######## block 1 ########
Figure 1. Sequential cells colored by netlist name (block 1).
(1 px per um)
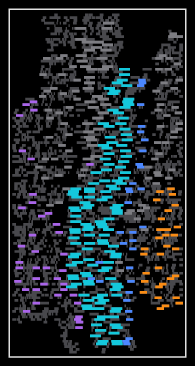

--- src/rtl/flit_fixed_traffic_gen_pkg.sv ---
// ---------------------------------------------------------------------------
// flit_fixed_traffic_gen_pkg
// Shared types, widths, LFSR taps and helper functions for the fixed-lane
// synthetic traffic generator.
//   - traffic_gen_state_e : generator FSM states
//   - flit_fixed_t        : 33-bit FlitFixed payload {time stamp, data}
//   - send_decision()     : per-cycle injection decision
//   - *_lfsr_next()       : one Fibonacci shift-left step of each LFSR
//   - *_seed_load()       : seed fixup (an all-zero seed would lock the LFSR)
// ---------------------------------------------------------------------------
package flit_fixed_traffic_gen_pkg;

  localparam int FLIT_W      = 33;
  localparam int STAMP_W     = 18;
  localparam int DATA_W      = 15;
  localparam int TIME_W      = 40;
  localparam int COUNT_W     = 31;
  localparam int SEND_LFSR_W = 20;
  localparam int THRESH_W    = 10;

  // Send LFSR: x^20 + x^17 + 1 ; data LFSR: x^15 + x^14 + 1 (bit indices).
  localparam int SEND_TAP_HI = 19;
  localparam int SEND_TAP_LO = 16;
  localparam int DATA_TAP_HI = 14;
  localparam int DATA_TAP_LO = 13;

  typedef enum logic [1:0] {
    TG_IDLE  = 2'd0,
    TG_GEN   = 2'd1,
    TG_DRAIN = 2'd2,
    TG_DONE  = 2'd3
  } traffic_gen_state_e;

  typedef struct packed {
    logic [STAMP_W-1:0] stamp;
    logic [DATA_W-1:0]  data;
  } flit_fixed_t;

  // All-ones threshold means "always", independent of the LFSR value.
  function automatic logic send_decision(input logic [THRESH_W-1:0] lfsr_low,
                                         input logic [THRESH_W-1:0] threshold);
    return (threshold == 10'h3FF) || (lfsr_low < threshold);
  endfunction

  function automatic logic [SEND_LFSR_W-1:0] send_lfsr_next(input logic [SEND_LFSR_W-1:0] lfsr);
    return {lfsr[SEND_LFSR_W-2:0], lfsr[SEND_TAP_HI] ^ lfsr[SEND_TAP_LO]};
  endfunction

  function automatic logic [DATA_W-1:0] data_lfsr_next(input logic [DATA_W-1:0] lfsr);
    return {lfsr[DATA_W-2:0], lfsr[DATA_TAP_HI] ^ lfsr[DATA_TAP_LO]};
  endfunction

  function automatic logic [SEND_LFSR_W-1:0] send_seed_load(input logic [SEND_LFSR_W-1:0] seed);
    return (seed == 20'd0) ? 20'd1 : seed;
  endfunction

  function automatic logic [DATA_W-1:0] data_seed_load(input logic [DATA_W-1:0] seed);
    return (seed == 15'd0) ? 15'd1 : seed;
  endfunction

endpackage

--- src/rtl/flit_fixed_traffic_gen_if.sv ---
// ---------------------------------------------------------------------------
// flit_fixed_traffic_gen_if
// Injection link between the traffic generator and the router LOCAL port.
//   flit_out       : FlitFixed payload (generator -> router)
//   flit_valid_out : payload valid this cycle (generator -> router)
//   credit_in      : one returned input-buffer credit (router -> generator)
// master = generator side, slave = router side.
// ---------------------------------------------------------------------------
interface flit_fixed_traffic_gen_if;
  import flit_fixed_traffic_gen_pkg::*;

  flit_fixed_t flit_out;
  logic        flit_valid_out;
  logic        credit_in;

  modport master (
    output flit_out,
    output flit_valid_out,
    input  credit_in
  );

  modport slave (
    input  flit_out,
    input  flit_valid_out,
    output credit_in
  );

endinterface

--- src/rtl/flit_fixed_traffic_gen_chk.sv ---
// ---------------------------------------------------------------------------
// flit_fixed_traffic_gen_chk
// Simulation checker for the generator's credit counter.
//   clk_i, reset_i : clock and synchronous reset of the generator
//   credit_i       : returned credit this cycle
//   fire_i         : generator sends a flit this cycle
//   credits_i      : current credit count
// ---------------------------------------------------------------------------
module flit_fixed_traffic_gen_chk #(
  parameter int NUM_CREDITS = 4,
  parameter int CREDIT_W    = 3
) (
  input logic                clk_i,
  input logic                reset_i,
  input logic                credit_i,
  input logic                fire_i,
  input logic [CREDIT_W-1:0] credits_i
);

  // A credit returned without a matching send must not exceed the buffer depth.
  always @(posedge clk_i) begin
    if (!reset_i && credit_i && !fire_i) begin
      assert (credits_i < CREDIT_W'(NUM_CREDITS))
        else $error("credit counter overflow: credit returned with %0d credits held", credits_i);
    end
  end

endmodule

--- src/rtl/flit_fixed_traffic_gen_src_fifo.sv ---
// ---------------------------------------------------------------------------
// flit_src_fifo
// Small synchronous source queue with simultaneous push/pop. A push while
// full is accepted when a pop happens in the same cycle.
//   clk, reset   : clock, synchronous active-high reset (empties queue)
//   push_i       : write request, push_data_i : write data
//   pop_i        : read request, pop_data_o : head entry (combinational)
//   full_o       : queue holds DEPTH entries, empty_o : queue holds none
// DEPTH must be a power of two (pointers wrap naturally).
// ---------------------------------------------------------------------------
module flit_src_fifo #(
  parameter int DEPTH = 4,
  parameter int WIDTH = 33
) (
  input  logic             clk,
  input  logic             reset,
  input  logic             push_i,
  input  logic [WIDTH-1:0] push_data_i,
  input  logic             pop_i,
  output logic [WIDTH-1:0] pop_data_o,
  output logic             full_o,
  output logic             empty_o
);

  localparam int AW = (DEPTH > 1) ? $clog2(DEPTH) : 1;
  localparam int CW = AW + 1;

  logic [WIDTH-1:0] mem_q [DEPTH];
  logic [AW-1:0]    wr_ptr_q;
  logic [AW-1:0]    rd_ptr_q;
  logic [CW-1:0]    count_q;
  logic [CW-1:0]    count_d;
  logic             wr_en;
  logic             rd_en;

  assign full_o     = (count_q == CW'(DEPTH));
  assign empty_o    = (count_q == {CW{1'b0}});
  assign rd_en      = pop_i && !empty_o;
  assign wr_en      = push_i && (!full_o || rd_en);
  assign pop_data_o = mem_q[rd_ptr_q];

  // Occupancy next-state from the accepted write/read pair.
  always_comb begin
    count_d = count_q;
    case ({wr_en, rd_en})
      2'b10:   count_d = count_q + CW'(1);
      2'b01:   count_d = count_q - CW'(1);
      default: count_d = count_q;
    endcase
  end

  // Storage, pointers and occupancy registers.
  always_ff @(posedge clk) begin
    if (reset) begin
      wr_ptr_q <= {AW{1'b0}};
      rd_ptr_q <= {AW{1'b0}};
      count_q  <= {CW{1'b0}};
      for (int i = 0; i < DEPTH; i++) begin
        mem_q[i] <= {WIDTH{1'b0}};
      end
    end else begin
      if (wr_en) begin
        mem_q[wr_ptr_q] <= push_data_i;
        wr_ptr_q        <= wr_ptr_q + AW'(1);
      end
      if (rd_en) begin
        rd_ptr_q <= rd_ptr_q + AW'(1);
      end
      count_q <= count_d;
    end
  end

endmodule

--- src/rtl/flit_fixed_traffic_gen.sv ---
// ---------------------------------------------------------------------------
// flit_fixed_traffic_gen
// Per-lane synthetic traffic source for one router LOCAL input port. While
// generating, a send LFSR decides each cycle whether to create a FlitFixed
// {cur_time[17:0], data_lfsr}; flits are queued and injected under
// credit-based flow control.
//   clk, reset          : clock, synchronous active-high reset
//   start               : pulse, leaves IDLE and relatches the seeds
//   send_seed/data_seed : LFSR seeds (zero seed loads 1)
//   send_threshold      : injection rate (0 never, 10'h3FF every cycle)
//   max_num_flits_sent  : generated-flit limit
//   max_gen_time        : generation-cycle limit
//   tx (master)         : flit_out / flit_valid_out / credit_in link
//   num_flits_sent      : flits injected
//   num_flits_dropped   : decisions lost to a full queue
//   cur_time            : generation-cycle counter
//   done                : generation finished and queue drained
// ---------------------------------------------------------------------------
module flit_fixed_traffic_gen
  import flit_fixed_traffic_gen_pkg::*;
#(
  parameter int SRC_Q_DEPTH = 4,
  parameter int NUM_CREDITS = 4,
  parameter int CREDIT_W    = 3
) (
  input  logic                   clk,
  input  logic                   reset,
  input  logic                   start,
  input  logic [SEND_LFSR_W-1:0] send_seed,
  input  logic [DATA_W-1:0]      data_seed,
  input  logic [THRESH_W-1:0]    send_threshold,
  input  logic [COUNT_W-1:0]     max_num_flits_sent,
  input  logic [TIME_W-1:0]      max_gen_time,
  flit_fixed_traffic_gen_if.master tx,
  output logic [COUNT_W-1:0]     num_flits_sent,
  output logic [COUNT_W-1:0]     num_flits_dropped,
  output logic [TIME_W-1:0]      cur_time,
  output logic                   done
);

  traffic_gen_state_e     state_q, state_d;
  logic [SEND_LFSR_W-1:0] send_lfsr_q, send_lfsr_d;
  logic [DATA_W-1:0]      data_lfsr_q, data_lfsr_d;
  logic [TIME_W-1:0]      cur_time_q, cur_time_d;
  logic [COUNT_W-1:0]     gen_count_q, gen_count_d;
  logic [COUNT_W-1:0]     sent_q, sent_d;
  logic [COUNT_W-1:0]     dropped_q, dropped_d;
  logic [CREDIT_W-1:0]    credits_q, credits_d;
  flit_fixed_t            flit_q, flit_d;
  logic                   flit_valid_q, flit_valid_d;
  logic                   done_q, done_d;

  logic                   fifo_full;
  logic                   fifo_empty;
  logic [FLIT_W-1:0]      fifo_head;
  logic [FLIT_W-1:0]      new_flit;
  logic                   injecting;
  logic                   fire;
  logic                   decision;
  logic                   push;
  logic                   drop;

  assign injecting = (state_q == TG_GEN) || (state_q == TG_DRAIN);
  assign fire      = injecting && !fifo_empty && (credits_q != {CREDIT_W{1'b0}});
  assign decision  = (state_q == TG_GEN) && send_decision(send_lfsr_q[THRESH_W-1:0], send_threshold);
  // A full queue still accepts a flit when the head leaves in the same cycle.
  assign push      = decision && (!fifo_full || fire);
  assign drop      = decision && fifo_full && !fire;
  assign new_flit  = {cur_time_q[STAMP_W-1:0], data_lfsr_q};

  flit_src_fifo #(
    .DEPTH (SRC_Q_DEPTH),
    .WIDTH (FLIT_W)
  ) u_src_fifo (
    .clk         (clk),
    .reset       (reset),
    .push_i      (push),
    .push_data_i (new_flit),
    .pop_i       (fire),
    .pop_data_o  (fifo_head),
    .full_o      (fifo_full),
    .empty_o     (fifo_empty)
  );

  // FSM, generation counters and LFSR next-state.
  always_comb begin
    state_d     = state_q;
    send_lfsr_d = send_lfsr_q;
    data_lfsr_d = data_lfsr_q;
    cur_time_d  = cur_time_q;
    gen_count_d = gen_count_q;
    dropped_d   = dropped_q;
    sent_d      = sent_q;
    case (state_q)
      TG_IDLE: begin
        if (start) begin
          state_d     = TG_GEN;
          send_lfsr_d = send_seed_load(send_seed);
          data_lfsr_d = data_seed_load(data_seed);
          cur_time_d  = {TIME_W{1'b0}};
          gen_count_d = {COUNT_W{1'b0}};
          dropped_d   = {COUNT_W{1'b0}};
          sent_d      = {COUNT_W{1'b0}};
        end else begin
          state_d = TG_IDLE;
        end
      end
      TG_GEN: begin
        cur_time_d  = cur_time_q + 40'd1;
        send_lfsr_d = send_lfsr_next(send_lfsr_q);
        if (push) begin
          data_lfsr_d = data_lfsr_next(data_lfsr_q);
          gen_count_d = gen_count_q + 31'd1;
        end else begin
          data_lfsr_d = data_lfsr_q;
          gen_count_d = gen_count_q;
        end
        if (drop) begin
          dropped_d = dropped_q + 31'd1;
        end else begin
          dropped_d = dropped_q;
        end
        // Limits are checked against this cycle's updated values.
        if ((gen_count_d >= max_num_flits_sent) || (cur_time_d >= max_gen_time)) begin
          state_d = TG_DRAIN;
        end else begin
          state_d = TG_GEN;
        end
      end
      TG_DRAIN: begin
        // The last flit must have left the output register too.
        if (fifo_empty && !flit_valid_q) begin
          state_d = TG_DONE;
        end else begin
          state_d = TG_DRAIN;
        end
      end
      TG_DONE: begin
        state_d = TG_DONE;
      end
      default: begin
        state_d = TG_IDLE;
      end
    endcase
    if (fire) begin
      sent_d = sent_q + 31'd1;
    end else begin
      sent_d = sent_d;
    end
  end

  // Output register, credit counter and done flag next-state.
  always_comb begin
    flit_d       = flit_q;
    flit_valid_d = 1'b0;
    credits_d    = credits_q;
    if (fire) begin
      flit_d       = flit_fixed_t'(fifo_head);
      flit_valid_d = 1'b1;
    end else begin
      flit_d       = flit_q;
      flit_valid_d = 1'b0;
    end
    // A returned credit and a send in the same cycle cancel out.
    case ({fire, tx.credit_in})
      2'b10: credits_d = credits_q - CREDIT_W'(1);
      2'b01: begin
        if (credits_q < CREDIT_W'(NUM_CREDITS)) begin
          credits_d = credits_q + CREDIT_W'(1);
        end else begin
          credits_d = credits_q;
        end
      end
      default: credits_d = credits_q;
    endcase
    done_d = (state_d == TG_DONE);
  end

  // State registers; reset aborts any run and reloads the seeds.
  always_ff @(posedge clk) begin
    if (reset) begin
      state_q      <= TG_IDLE;
      send_lfsr_q  <= send_seed_load(send_seed);
      data_lfsr_q  <= data_seed_load(data_seed);
      cur_time_q   <= {TIME_W{1'b0}};
      gen_count_q  <= {COUNT_W{1'b0}};
      sent_q       <= {COUNT_W{1'b0}};
      dropped_q    <= {COUNT_W{1'b0}};
      credits_q    <= CREDIT_W'(NUM_CREDITS);
      flit_q       <= flit_fixed_t'({FLIT_W{1'b0}});
      flit_valid_q <= 1'b0;
      done_q       <= 1'b0;
    end else begin
      state_q      <= state_d;
      send_lfsr_q  <= send_lfsr_d;
      data_lfsr_q  <= data_lfsr_d;
      cur_time_q   <= cur_time_d;
      gen_count_q  <= gen_count_d;
      sent_q       <= sent_d;
      dropped_q    <= dropped_d;
      credits_q    <= credits_d;
      flit_q       <= flit_d;
      flit_valid_q <= flit_valid_d;
      done_q       <= done_d;
    end
  end

  flit_fixed_traffic_gen_chk #(
    .NUM_CREDITS (NUM_CREDITS),
    .CREDIT_W    (CREDIT_W)
  ) u_chk (
    .clk_i     (clk),
    .reset_i   (reset),
    .credit_i  (tx.credit_in),
    .fire_i    (fire),
    .credits_i (credits_q)
  );

  assign tx.flit_out        = flit_q;
  assign tx.flit_valid_out  = flit_valid_q;
  assign num_flits_sent     = sent_q;
  assign num_flits_dropped  = dropped_q;
  assign cur_time           = cur_time_q;
  assign done               = done_q;

endmodule

--- src/flat_wrapper.sv ---
// flat-port wrapper written by rule: the top's interface ports become plain ports
module flit_fixed_traffic_gen_flat import flit_fixed_traffic_gen_pkg::*;
#(
  parameter int SRC_Q_DEPTH = 4,
  parameter int NUM_CREDITS = 4,
  parameter int CREDIT_W    = 3
)
  (clk, reset, start, send_seed, data_seed, send_threshold, max_num_flits_sent, max_gen_time, num_flits_sent, num_flits_dropped, cur_time, done, tx_flit_out, tx_flit_valid_out, tx_credit_in);
  flit_fixed_traffic_gen_if tx_i ();
  input  logic clk;
  input  logic reset;
  input  logic start;
  input  logic [SEND_LFSR_W-1:0] send_seed;
  input  logic [DATA_W-1:0] data_seed;
  input  logic [THRESH_W-1:0] send_threshold;
  input  logic [COUNT_W-1:0] max_num_flits_sent;
  input  logic [TIME_W-1:0] max_gen_time;
  output logic [COUNT_W-1:0] num_flits_sent;
  output logic [COUNT_W-1:0] num_flits_dropped;
  output logic [TIME_W-1:0] cur_time;
  output logic done;
  output wire logic [$bits(tx_i.flit_out)-1:0] tx_flit_out;
  output wire logic [$bits(tx_i.flit_valid_out)-1:0] tx_flit_valid_out;
  input wire logic [$bits(tx_i.credit_in)-1:0] tx_credit_in;
  assign tx_flit_out = tx_i.flit_out;
  assign tx_flit_valid_out = tx_i.flit_valid_out;
  assign tx_i.credit_in = tx_credit_in;
  flit_fixed_traffic_gen #(.SRC_Q_DEPTH(SRC_Q_DEPTH), .NUM_CREDITS(NUM_CREDITS), .CREDIT_W(CREDIT_W)) u_core (.clk(clk), .reset(reset), .start(start), .send_seed(send_seed), .data_seed(data_seed), .send_threshold(send_threshold), .max_num_flits_sent(max_num_flits_sent), .max_gen_time(max_gen_time), .tx(tx_i), .num_flits_sent(num_flits_sent), .num_flits_dropped(num_flits_dropped), .cur_time(cur_time), .done(done));
endmodule
--- config.mk ---
export PLATFORM = sky130hd
export DESIGN_NAME = flit_fixed_traffic_gen_flat
export DESIGN_NICKNAME = d
export VERILOG_FILES = /design/src/rtl/flit_fixed_traffic_gen_pkg.sv /design/src/rtl/flit_fixed_traffic_gen_if.sv /design/src/rtl/flit_fixed_traffic_gen_chk.sv /design/src/rtl/flit_fixed_traffic_gen_src_fifo.sv /design/src/rtl/flit_fixed_traffic_gen.sv /design/src/flat_wrapper.sv
export SDC_FILE = /design/constraint.sdc
export NUM_CORES = 1
export LEC_CHECK = 0
export CORE_ASPECT_RATIO = 2
export CORE_MARGIN = 2
export CORE_UTILIZATION = 31
export CTS_BUF_LIST = sky130_fd_sc_hd__clkbuf_4 sky130_fd_sc_hd__clkbuf_8 sky130_fd_sc_hd__clkbuf_16
export CTS_CLUSTER_DIAMETER = 30
export DETAILED_ROUTE_END_ITERATION = 7
export GPL_TIMING_DRIVEN = 0
export MAX_ROUTING_LAYER = met4
export PLACE_DENSITY_LB_ADDON = 0.15
export SLEW_MARGIN = 20
export SYNTH_ARGS = -nofsm -noshare
export SYNTH_HDL_FRONTEND = slang
export SYNTH_SLANG_ARGS = --single-unit
--- constraint.sdc ---
create_clock -name clk -period 14.5 [get_ports clk]
set_input_delay 2.9 -clock clk [delete_from_list [all_inputs] [get_ports clk]]
set_output_delay 2.9 -clock clk [all_outputs]
set_load 0.02 [all_outputs]
######## block 2 ########
<file path="src/rtl/mcp_main_control_fsm.sv">
// Multicycle MIPS main control: Moore FSM sequencing fetch/decode/execute/memory/write-back.
// Control outputs are registered alongside the state so they never glitch on opcode.
module mcp_main_control_fsm (
    input  logic       clk,
    input  logic       reset,
    input  logic [5:0] opcode,
    output logic       pc_write,
    output logic       pc_write_cond,
    output logic       i_or_d,
    output logic       mem_read,
    output logic       mem_write,
    output logic       ir_write,
    output logic       mem_to_reg,
    output logic       reg_dst,
    output logic       reg_write,
    output logic       alu_src_a,
    output logic [1:0] alu_src_b,
    output logic [1:0] alu_op,
    output logic [1:0] pc_source,
    output logic [3:0] state,
    output logic       bad_op
);

    localparam logic [5:0] OP_RTYPE = 6'b000000;
    localparam logic [5:0] OP_J     = 6'b000010;
    localparam logic [5:0] OP_BEQ   = 6'b000100;
    localparam logic [5:0] OP_ADDI  = 6'b001000;
    localparam logic [5:0] OP_LW    = 6'b100011;
    localparam logic [5:0] OP_SW    = 6'b101011;

    typedef enum logic [3:0] {
        S_FETCH  = 4'd0,
        S_DECODE = 4'd1,
        S_MEMADR = 4'd2,
        S_MEMRD  = 4'd3,
        S_MEMWB  = 4'd4,
        S_MEMWR  = 4'd5,
        S_EXEC   = 4'd6,
        S_ALUWB  = 4'd7,
        S_BRANCH = 4'd8,
        S_ADDIEX = 4'd9,
        S_ADDIWB = 4'd10,
        S_JUMP   = 4'd11,
        S_IDLE   = 4'd15
    } state_e;

    typedef struct packed {
        logic       pc_write;
        logic       pc_write_cond;
        logic       i_or_d;
        logic       mem_read;
        logic       mem_write;
        logic       ir_write;
        logic       mem_to_reg;
        logic       reg_dst;
        logic       reg_write;
        logic       alu_src_a;
        logic [1:0] alu_src_b;
        logic [1:0] alu_op;
        logic [1:0] pc_source;
    } ctrl_t;

    state_e state_q, state_d;
    logic   bad_op_q, bad_op_d;
    ctrl_t  ctrl_q, ctrl_d;

    function automatic ctrl_t decode_ctrl(input state_e s);
        ctrl_t c;
        c = '0;
        case (s)
            S_FETCH: begin
                c.mem_read  = 1'b1;
                c.ir_write  = 1'b1;
                c.pc_write  = 1'b1;
                c.alu_src_b = 2'b01;
            end
            S_DECODE: c.alu_src_b = 2'b11;
            S_MEMADR, S_ADDIEX: begin
                c.alu_src_a = 1'b1;
                c.alu_src_b = 2'b10;
            end
            S_MEMRD: begin
                c.mem_read = 1'b1;
                c.i_or_d   = 1'b1;
            end
            S_MEMWB: begin
                c.reg_write  = 1'b1;
                c.mem_to_reg = 1'b1;
            end
            S_MEMWR: begin
                c.mem_write = 1'b1;
                c.i_or_d    = 1'b1;
            end
            S_EXEC: begin
                c.alu_src_a = 1'b1;
                c.alu_op    = 2'b10;
            end
            S_ALUWB: begin
                c.reg_write = 1'b1;
                c.reg_dst   = 1'b1;
            end
            S_BRANCH: begin
                c.alu_src_a     = 1'b1;
                c.alu_op        = 2'b01;
                c.pc_write_cond = 1'b1;
                c.pc_source     = 2'b01;
            end
            S_ADDIWB: c.reg_write = 1'b1;
            S_JUMP: begin
                c.pc_write  = 1'b1;
                c.pc_source = 2'b10;
            end
            default: c = '0;
        endcase
        return c;
    endfunction

    always_comb begin
        state_d  = state_q;
        bad_op_d = bad_op_q;
        case (state_q)
            S_IDLE:   state_d = S_FETCH;
            S_FETCH:  state_d = S_DECODE;
            S_DECODE: begin
                case (opcode)
                    OP_LW, OP_SW: state_d = S_MEMADR;
                    OP_RTYPE:     state_d = S_EXEC;
                    OP_BEQ:       state_d = S_BRANCH;
                    OP_ADDI:      state_d = S_ADDIEX;
                    OP_J:         state_d = S_JUMP;
                    default: begin
                        state_d  = S_FETCH;
                        bad_op_d = 1'b1;
                    end
                endcase
            end
            S_MEMADR: state_d = (opcode == OP_SW) ? S_MEMWR : S_MEMRD;
            S_MEMRD:  state_d = S_MEMWB;
            S_EXEC:   state_d = S_ALUWB;
            S_ADDIEX: state_d = S_ADDIWB;
            S_MEMWB, S_MEMWR, S_ALUWB, S_BRANCH, S_ADDIWB, S_JUMP:
                      state_d = S_FETCH;
            // Codes 12-14 only appear after an upset; park in IDLE.
            default:  state_d = S_IDLE;
        endcase
        ctrl_d = decode_ctrl(state_d);
    end

    always_ff @(posedge clk or posedge reset) begin
        if (reset) begin
            state_q  <= S_IDLE;
            bad_op_q <= 1'b0;
            ctrl_q   <= '0;
        end else begin
            state_q  <= state_d;
            bad_op_q <= bad_op_d;
            ctrl_q   <= ctrl_d;
        end
    end

    assign pc_write      = ctrl_q.pc_write;
    assign pc_write_cond = ctrl_q.pc_write_cond;
    assign i_or_d        = ctrl_q.i_or_d;
    assign mem_read      = ctrl_q.mem_read;
    assign mem_write     = ctrl_q.mem_write;
    assign ir_write      = ctrl_q.ir_write;
    assign mem_to_reg    = ctrl_q.mem_to_reg;
    assign reg_dst       = ctrl_q.reg_dst;
    assign reg_write     = ctrl_q.reg_write;
    assign alu_src_a     = ctrl_q.alu_src_a;
    assign alu_src_b     = ctrl_q.alu_src_b;
    assign alu_op        = ctrl_q.alu_op;
    assign pc_source     = ctrl_q.pc_source;
    assign state         = state_q;
    assign bad_op        = bad_op_q;

endmodule

</file>
<file path="config.mk">
export PLATFORM = sky130hd
export DESIGN_NAME = mcp_main_control_fsm
export DESIGN_NICKNAME = d
export VERILOG_FILES = /design/src/rtl/mcp_main_control_fsm.sv
export SDC_FILE = /design/constraint.sdc
export NUM_CORES = 1
export LEC_CHECK = 0
export CAP_MARGIN = 20
export CORE_UTILIZATION = 45
export CTS_CLUSTER_SIZE = 8
export DETAILED_ROUTE_END_ITERATION = 7
export MAX_ROUTING_LAYER = met4
export PLACE_DENSITY = 0.76
export SLEW_MARGIN = 15
export SYNTH_ARGS = -nofsm -noshare
export SYNTH_HDL_FRONTEND = slang
export SYNTH_SLANG_ARGS = --single-unit
</file>
<file path="constraint.sdc">
create_clock -name clk -period 2 [get_ports clk]
set_input_delay 0.4 -clock clk [delete_from_list [all_inputs] [get_ports clk]]
set_output_delay 0.4 -clock clk [all_outputs]
set_load 0.05 [all_outputs]
</file>

## Gallery

Signal wires by layer.
picture 1
(1.5 px per um)
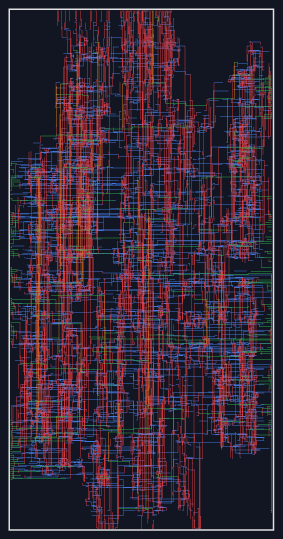
picture 2
(8 px per um)
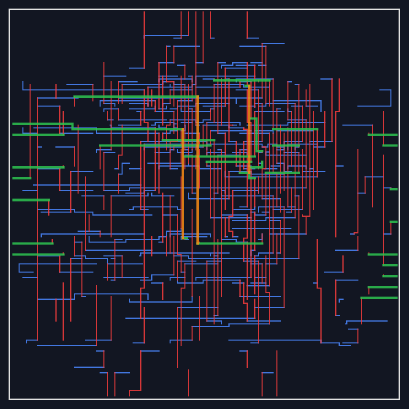
| picture | from |
|---|---|
| picture 2 | block 2 |
| picture 1 | block 1 |
The one with the most wire is picture 1.
The one with the largest die is picture 1.

Key to picture 1:
- red: metal 2 (wire length 32.4 mm)
- green: metal 3 (wire length 2,960 um)
- blue: metal 1 (wire length 21.0 mm)
- orange: metal 4 (wire length 2,680 um)

Figure 2. Port wiring (block 2).
(10 px per um)
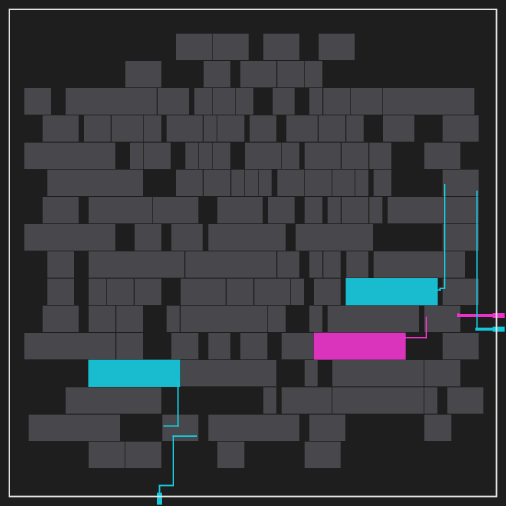
- cyan: `alu_src_b` (bits 2; direction output; edge 1 bottom, 1 right; end cells 2; wire 41.9 um)
- magenta: `i_or_d` (bits 1; direction output; edge right; end cells 1; wire 8.00 um)

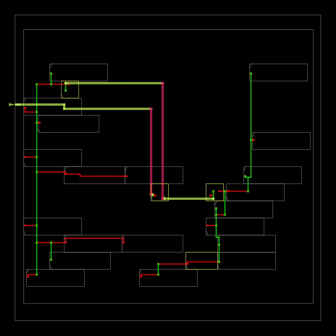
Figure 3: block 2, clock routing.
Late-Pin Clk Latency: 300 ps
number of CTS-inserted buffers: 3
Clock group: 228 uW
skew final: 4.02 ps
total clock sinks: 20

==> summary.txt, block 2 <==
Utilization after layout: 70.1%
Unrepaired setup endpoints after global routing: false
Max-slew headroom: 66.7%
Met2 wire len: 1.10 mm
Clock share of power: 10.1%
Power Internal: 1200 uW
Most numerous logic cell after layout: clkdlybuf4s50_1
Post-Syn Nets: 94
Measured slew at the worst slew-check pin: 499 ps
Nets: 138
Synth Instances: 86
DR iter-0 viols: 30
FFs w/ async S/R, synth: 100%
Count leader, synth: dfrtp_1
Global routing met3 resource utilization: 5.66%
Outcome: completed
Reg2Reg Depth: 6
Via density: 5.55
[block 2: tightest hold or removal path: cells and delay by family]
kind	cells	cell delay, ps
buf+inv	3	700
[block 2: layout make-up]
cell class | count | area [um^2] | area share, %
well taps | 27 | 33.8 | 2.41
inverters | 5 | 18.8 | 1.34
clock buffers | 4 | 36.3 | 2.59
multi-input cells | 56 | 418 | 29.8
flip-flops and latches | 20 | 505 | 36.0
repair buffers | 44 | 390 | 27.8
[block 2: worst paths after layout]
| kind | from | endpoint |
|---|---|---|
| max | opcode[5] | pc_write$_DFF_PP0_ |
| min in group clk | bad_op$_DFFE_PP0P_ | bad_op$_DFFE_PP0P_ |
| max reg2reg | state[0]$_DFF_PP1_ | pc_write$_DFF_PP0_ |
| min | reset | alu_src_b[0]$_DFF_PP0_ |
| max in group asynchronous | reset | state[3]$_DFF_PP1_ |
| min reg2reg | bad_op$_DFFE_PP0P_ | bad_op$_DFFE_PP0P_ |
[block 2: metrics by stage]
| step | cell area (um^2) | setup WS, ps |
|---|---|---|
| global route | 1400 | 62.4 |
| global placement | 1370 | -141 |
| CTS | 1400 | 121 |
| detailed placement | 1370 | -175 |
| finish | 1400 | 118 |
| floorplan | 976 | 34.8 |
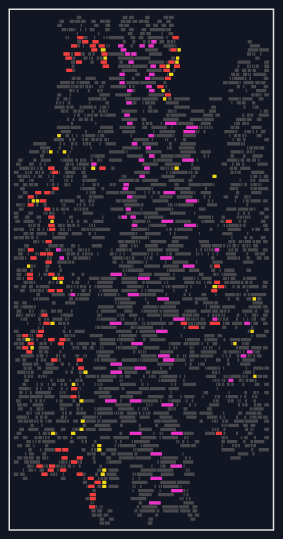
Figure 4: block 1, selected gate families.
(1.5 px per um)
- magenta: mux cells (cells 76)
- yellow: non-inverting ao/oa cells (cells 42; where spread over the die)
- red: fa/ha/maj cells (cells 91)
most numerous logic cell after layout: clkdlybuf4s50_1
final cell count without fillers: 3,018

About Figure 1:
- blue: `u_core.tx.flit_out` (placed flops 33)
- orange: `u_core.num_flits_sent` (placed flops 31)
- purple: `u_core.cur_time` (placed flops 40)
- cyan: `u_core.u_src_fifo.mem_q` (placed flops 132)
- not colored: 111

==> summary.txt, block 1 <==
Worst hold start: u_core.tx.flit_out[22]$_SDFFE_PP0P_
Root Buffer: clkbuf_16
Worst Hold Class: flip-flop to flip-flop
Outcome: completed
DRT antenna net count: 0
MI comb cells: 1,274
Pre-CTS WS: 5610 ps
Most frequent cells in the layout: 256 x clkdlybuf4s50_1, 223 x nand2_1, 180 x dfxtp_1, 167 x edfxtp_1, 152 x nor2_1
Placed instance area: 21,800 um^2
Die H: 346 um
Initial antenna violation count: 4
Met3 WL: 2.96 mm
Post-Synth AOI/OAI Area: 11.0%
Largest register FFs: 132
Via density: 5.06
Unrepaired setup endpoints after global routing: false
Critical path class: input pin to flip-flop
Fillcell total: 5,695
Cts repair resizes: 0
Global routing met3 resource utilization: 3.72%
Final setup violation count: 0
Design area: 24,300 um^2
Area Overhead vs Synth: 34.1%
# Cells Yosys: 1,859
NetSw: 757 uW
Max-slew headroom: 32.6%
Reg2Reg Depth: 20
Drt pass-1 iters: 7
block 1: synthesized netlist by cell type, types with 65 or more instances:
cell type and number:
inv_1 135, dfxtp_1 180, edfxtp_1 167, o21ai_0 65, a21oi_1 111, ha_1 89, xnor2_1 73, nor2_1 153
nand2_1 223, nand3_1 78, clkbuf_1 70
block 1: critical path, stage by stage:
cell and delay (ps):
clkdlybuf4s50_1 480, inv_1 50, ha_1 300, a21o_1 160, a21o_1 170, a21o_1 240, a21oi_1 190, o31a_1 190
buf_4 200, buf_2 300, buf_2 310, nand3_1 170, xnor2_1 310, ha_1 300, and4_1 200, nand4_1 120
nor2_1 60, a311oi_1 280, a31oi_1 300, nor4_1 890, a22oi_1 250, a2111oi_0 440
block 1: power groups by stage:
stage               registers (uW)  clock network (uW)  logic (uW)
floorplan                     1110                   0         156
global placement              1120                   0         282
detailed placement            1120                   0         291
CTS                           1100                1720         293
global route                  1100                1760         314
finish                        1100                1680         286

No activity file was given, so power comes from the tool's default toggle rates.
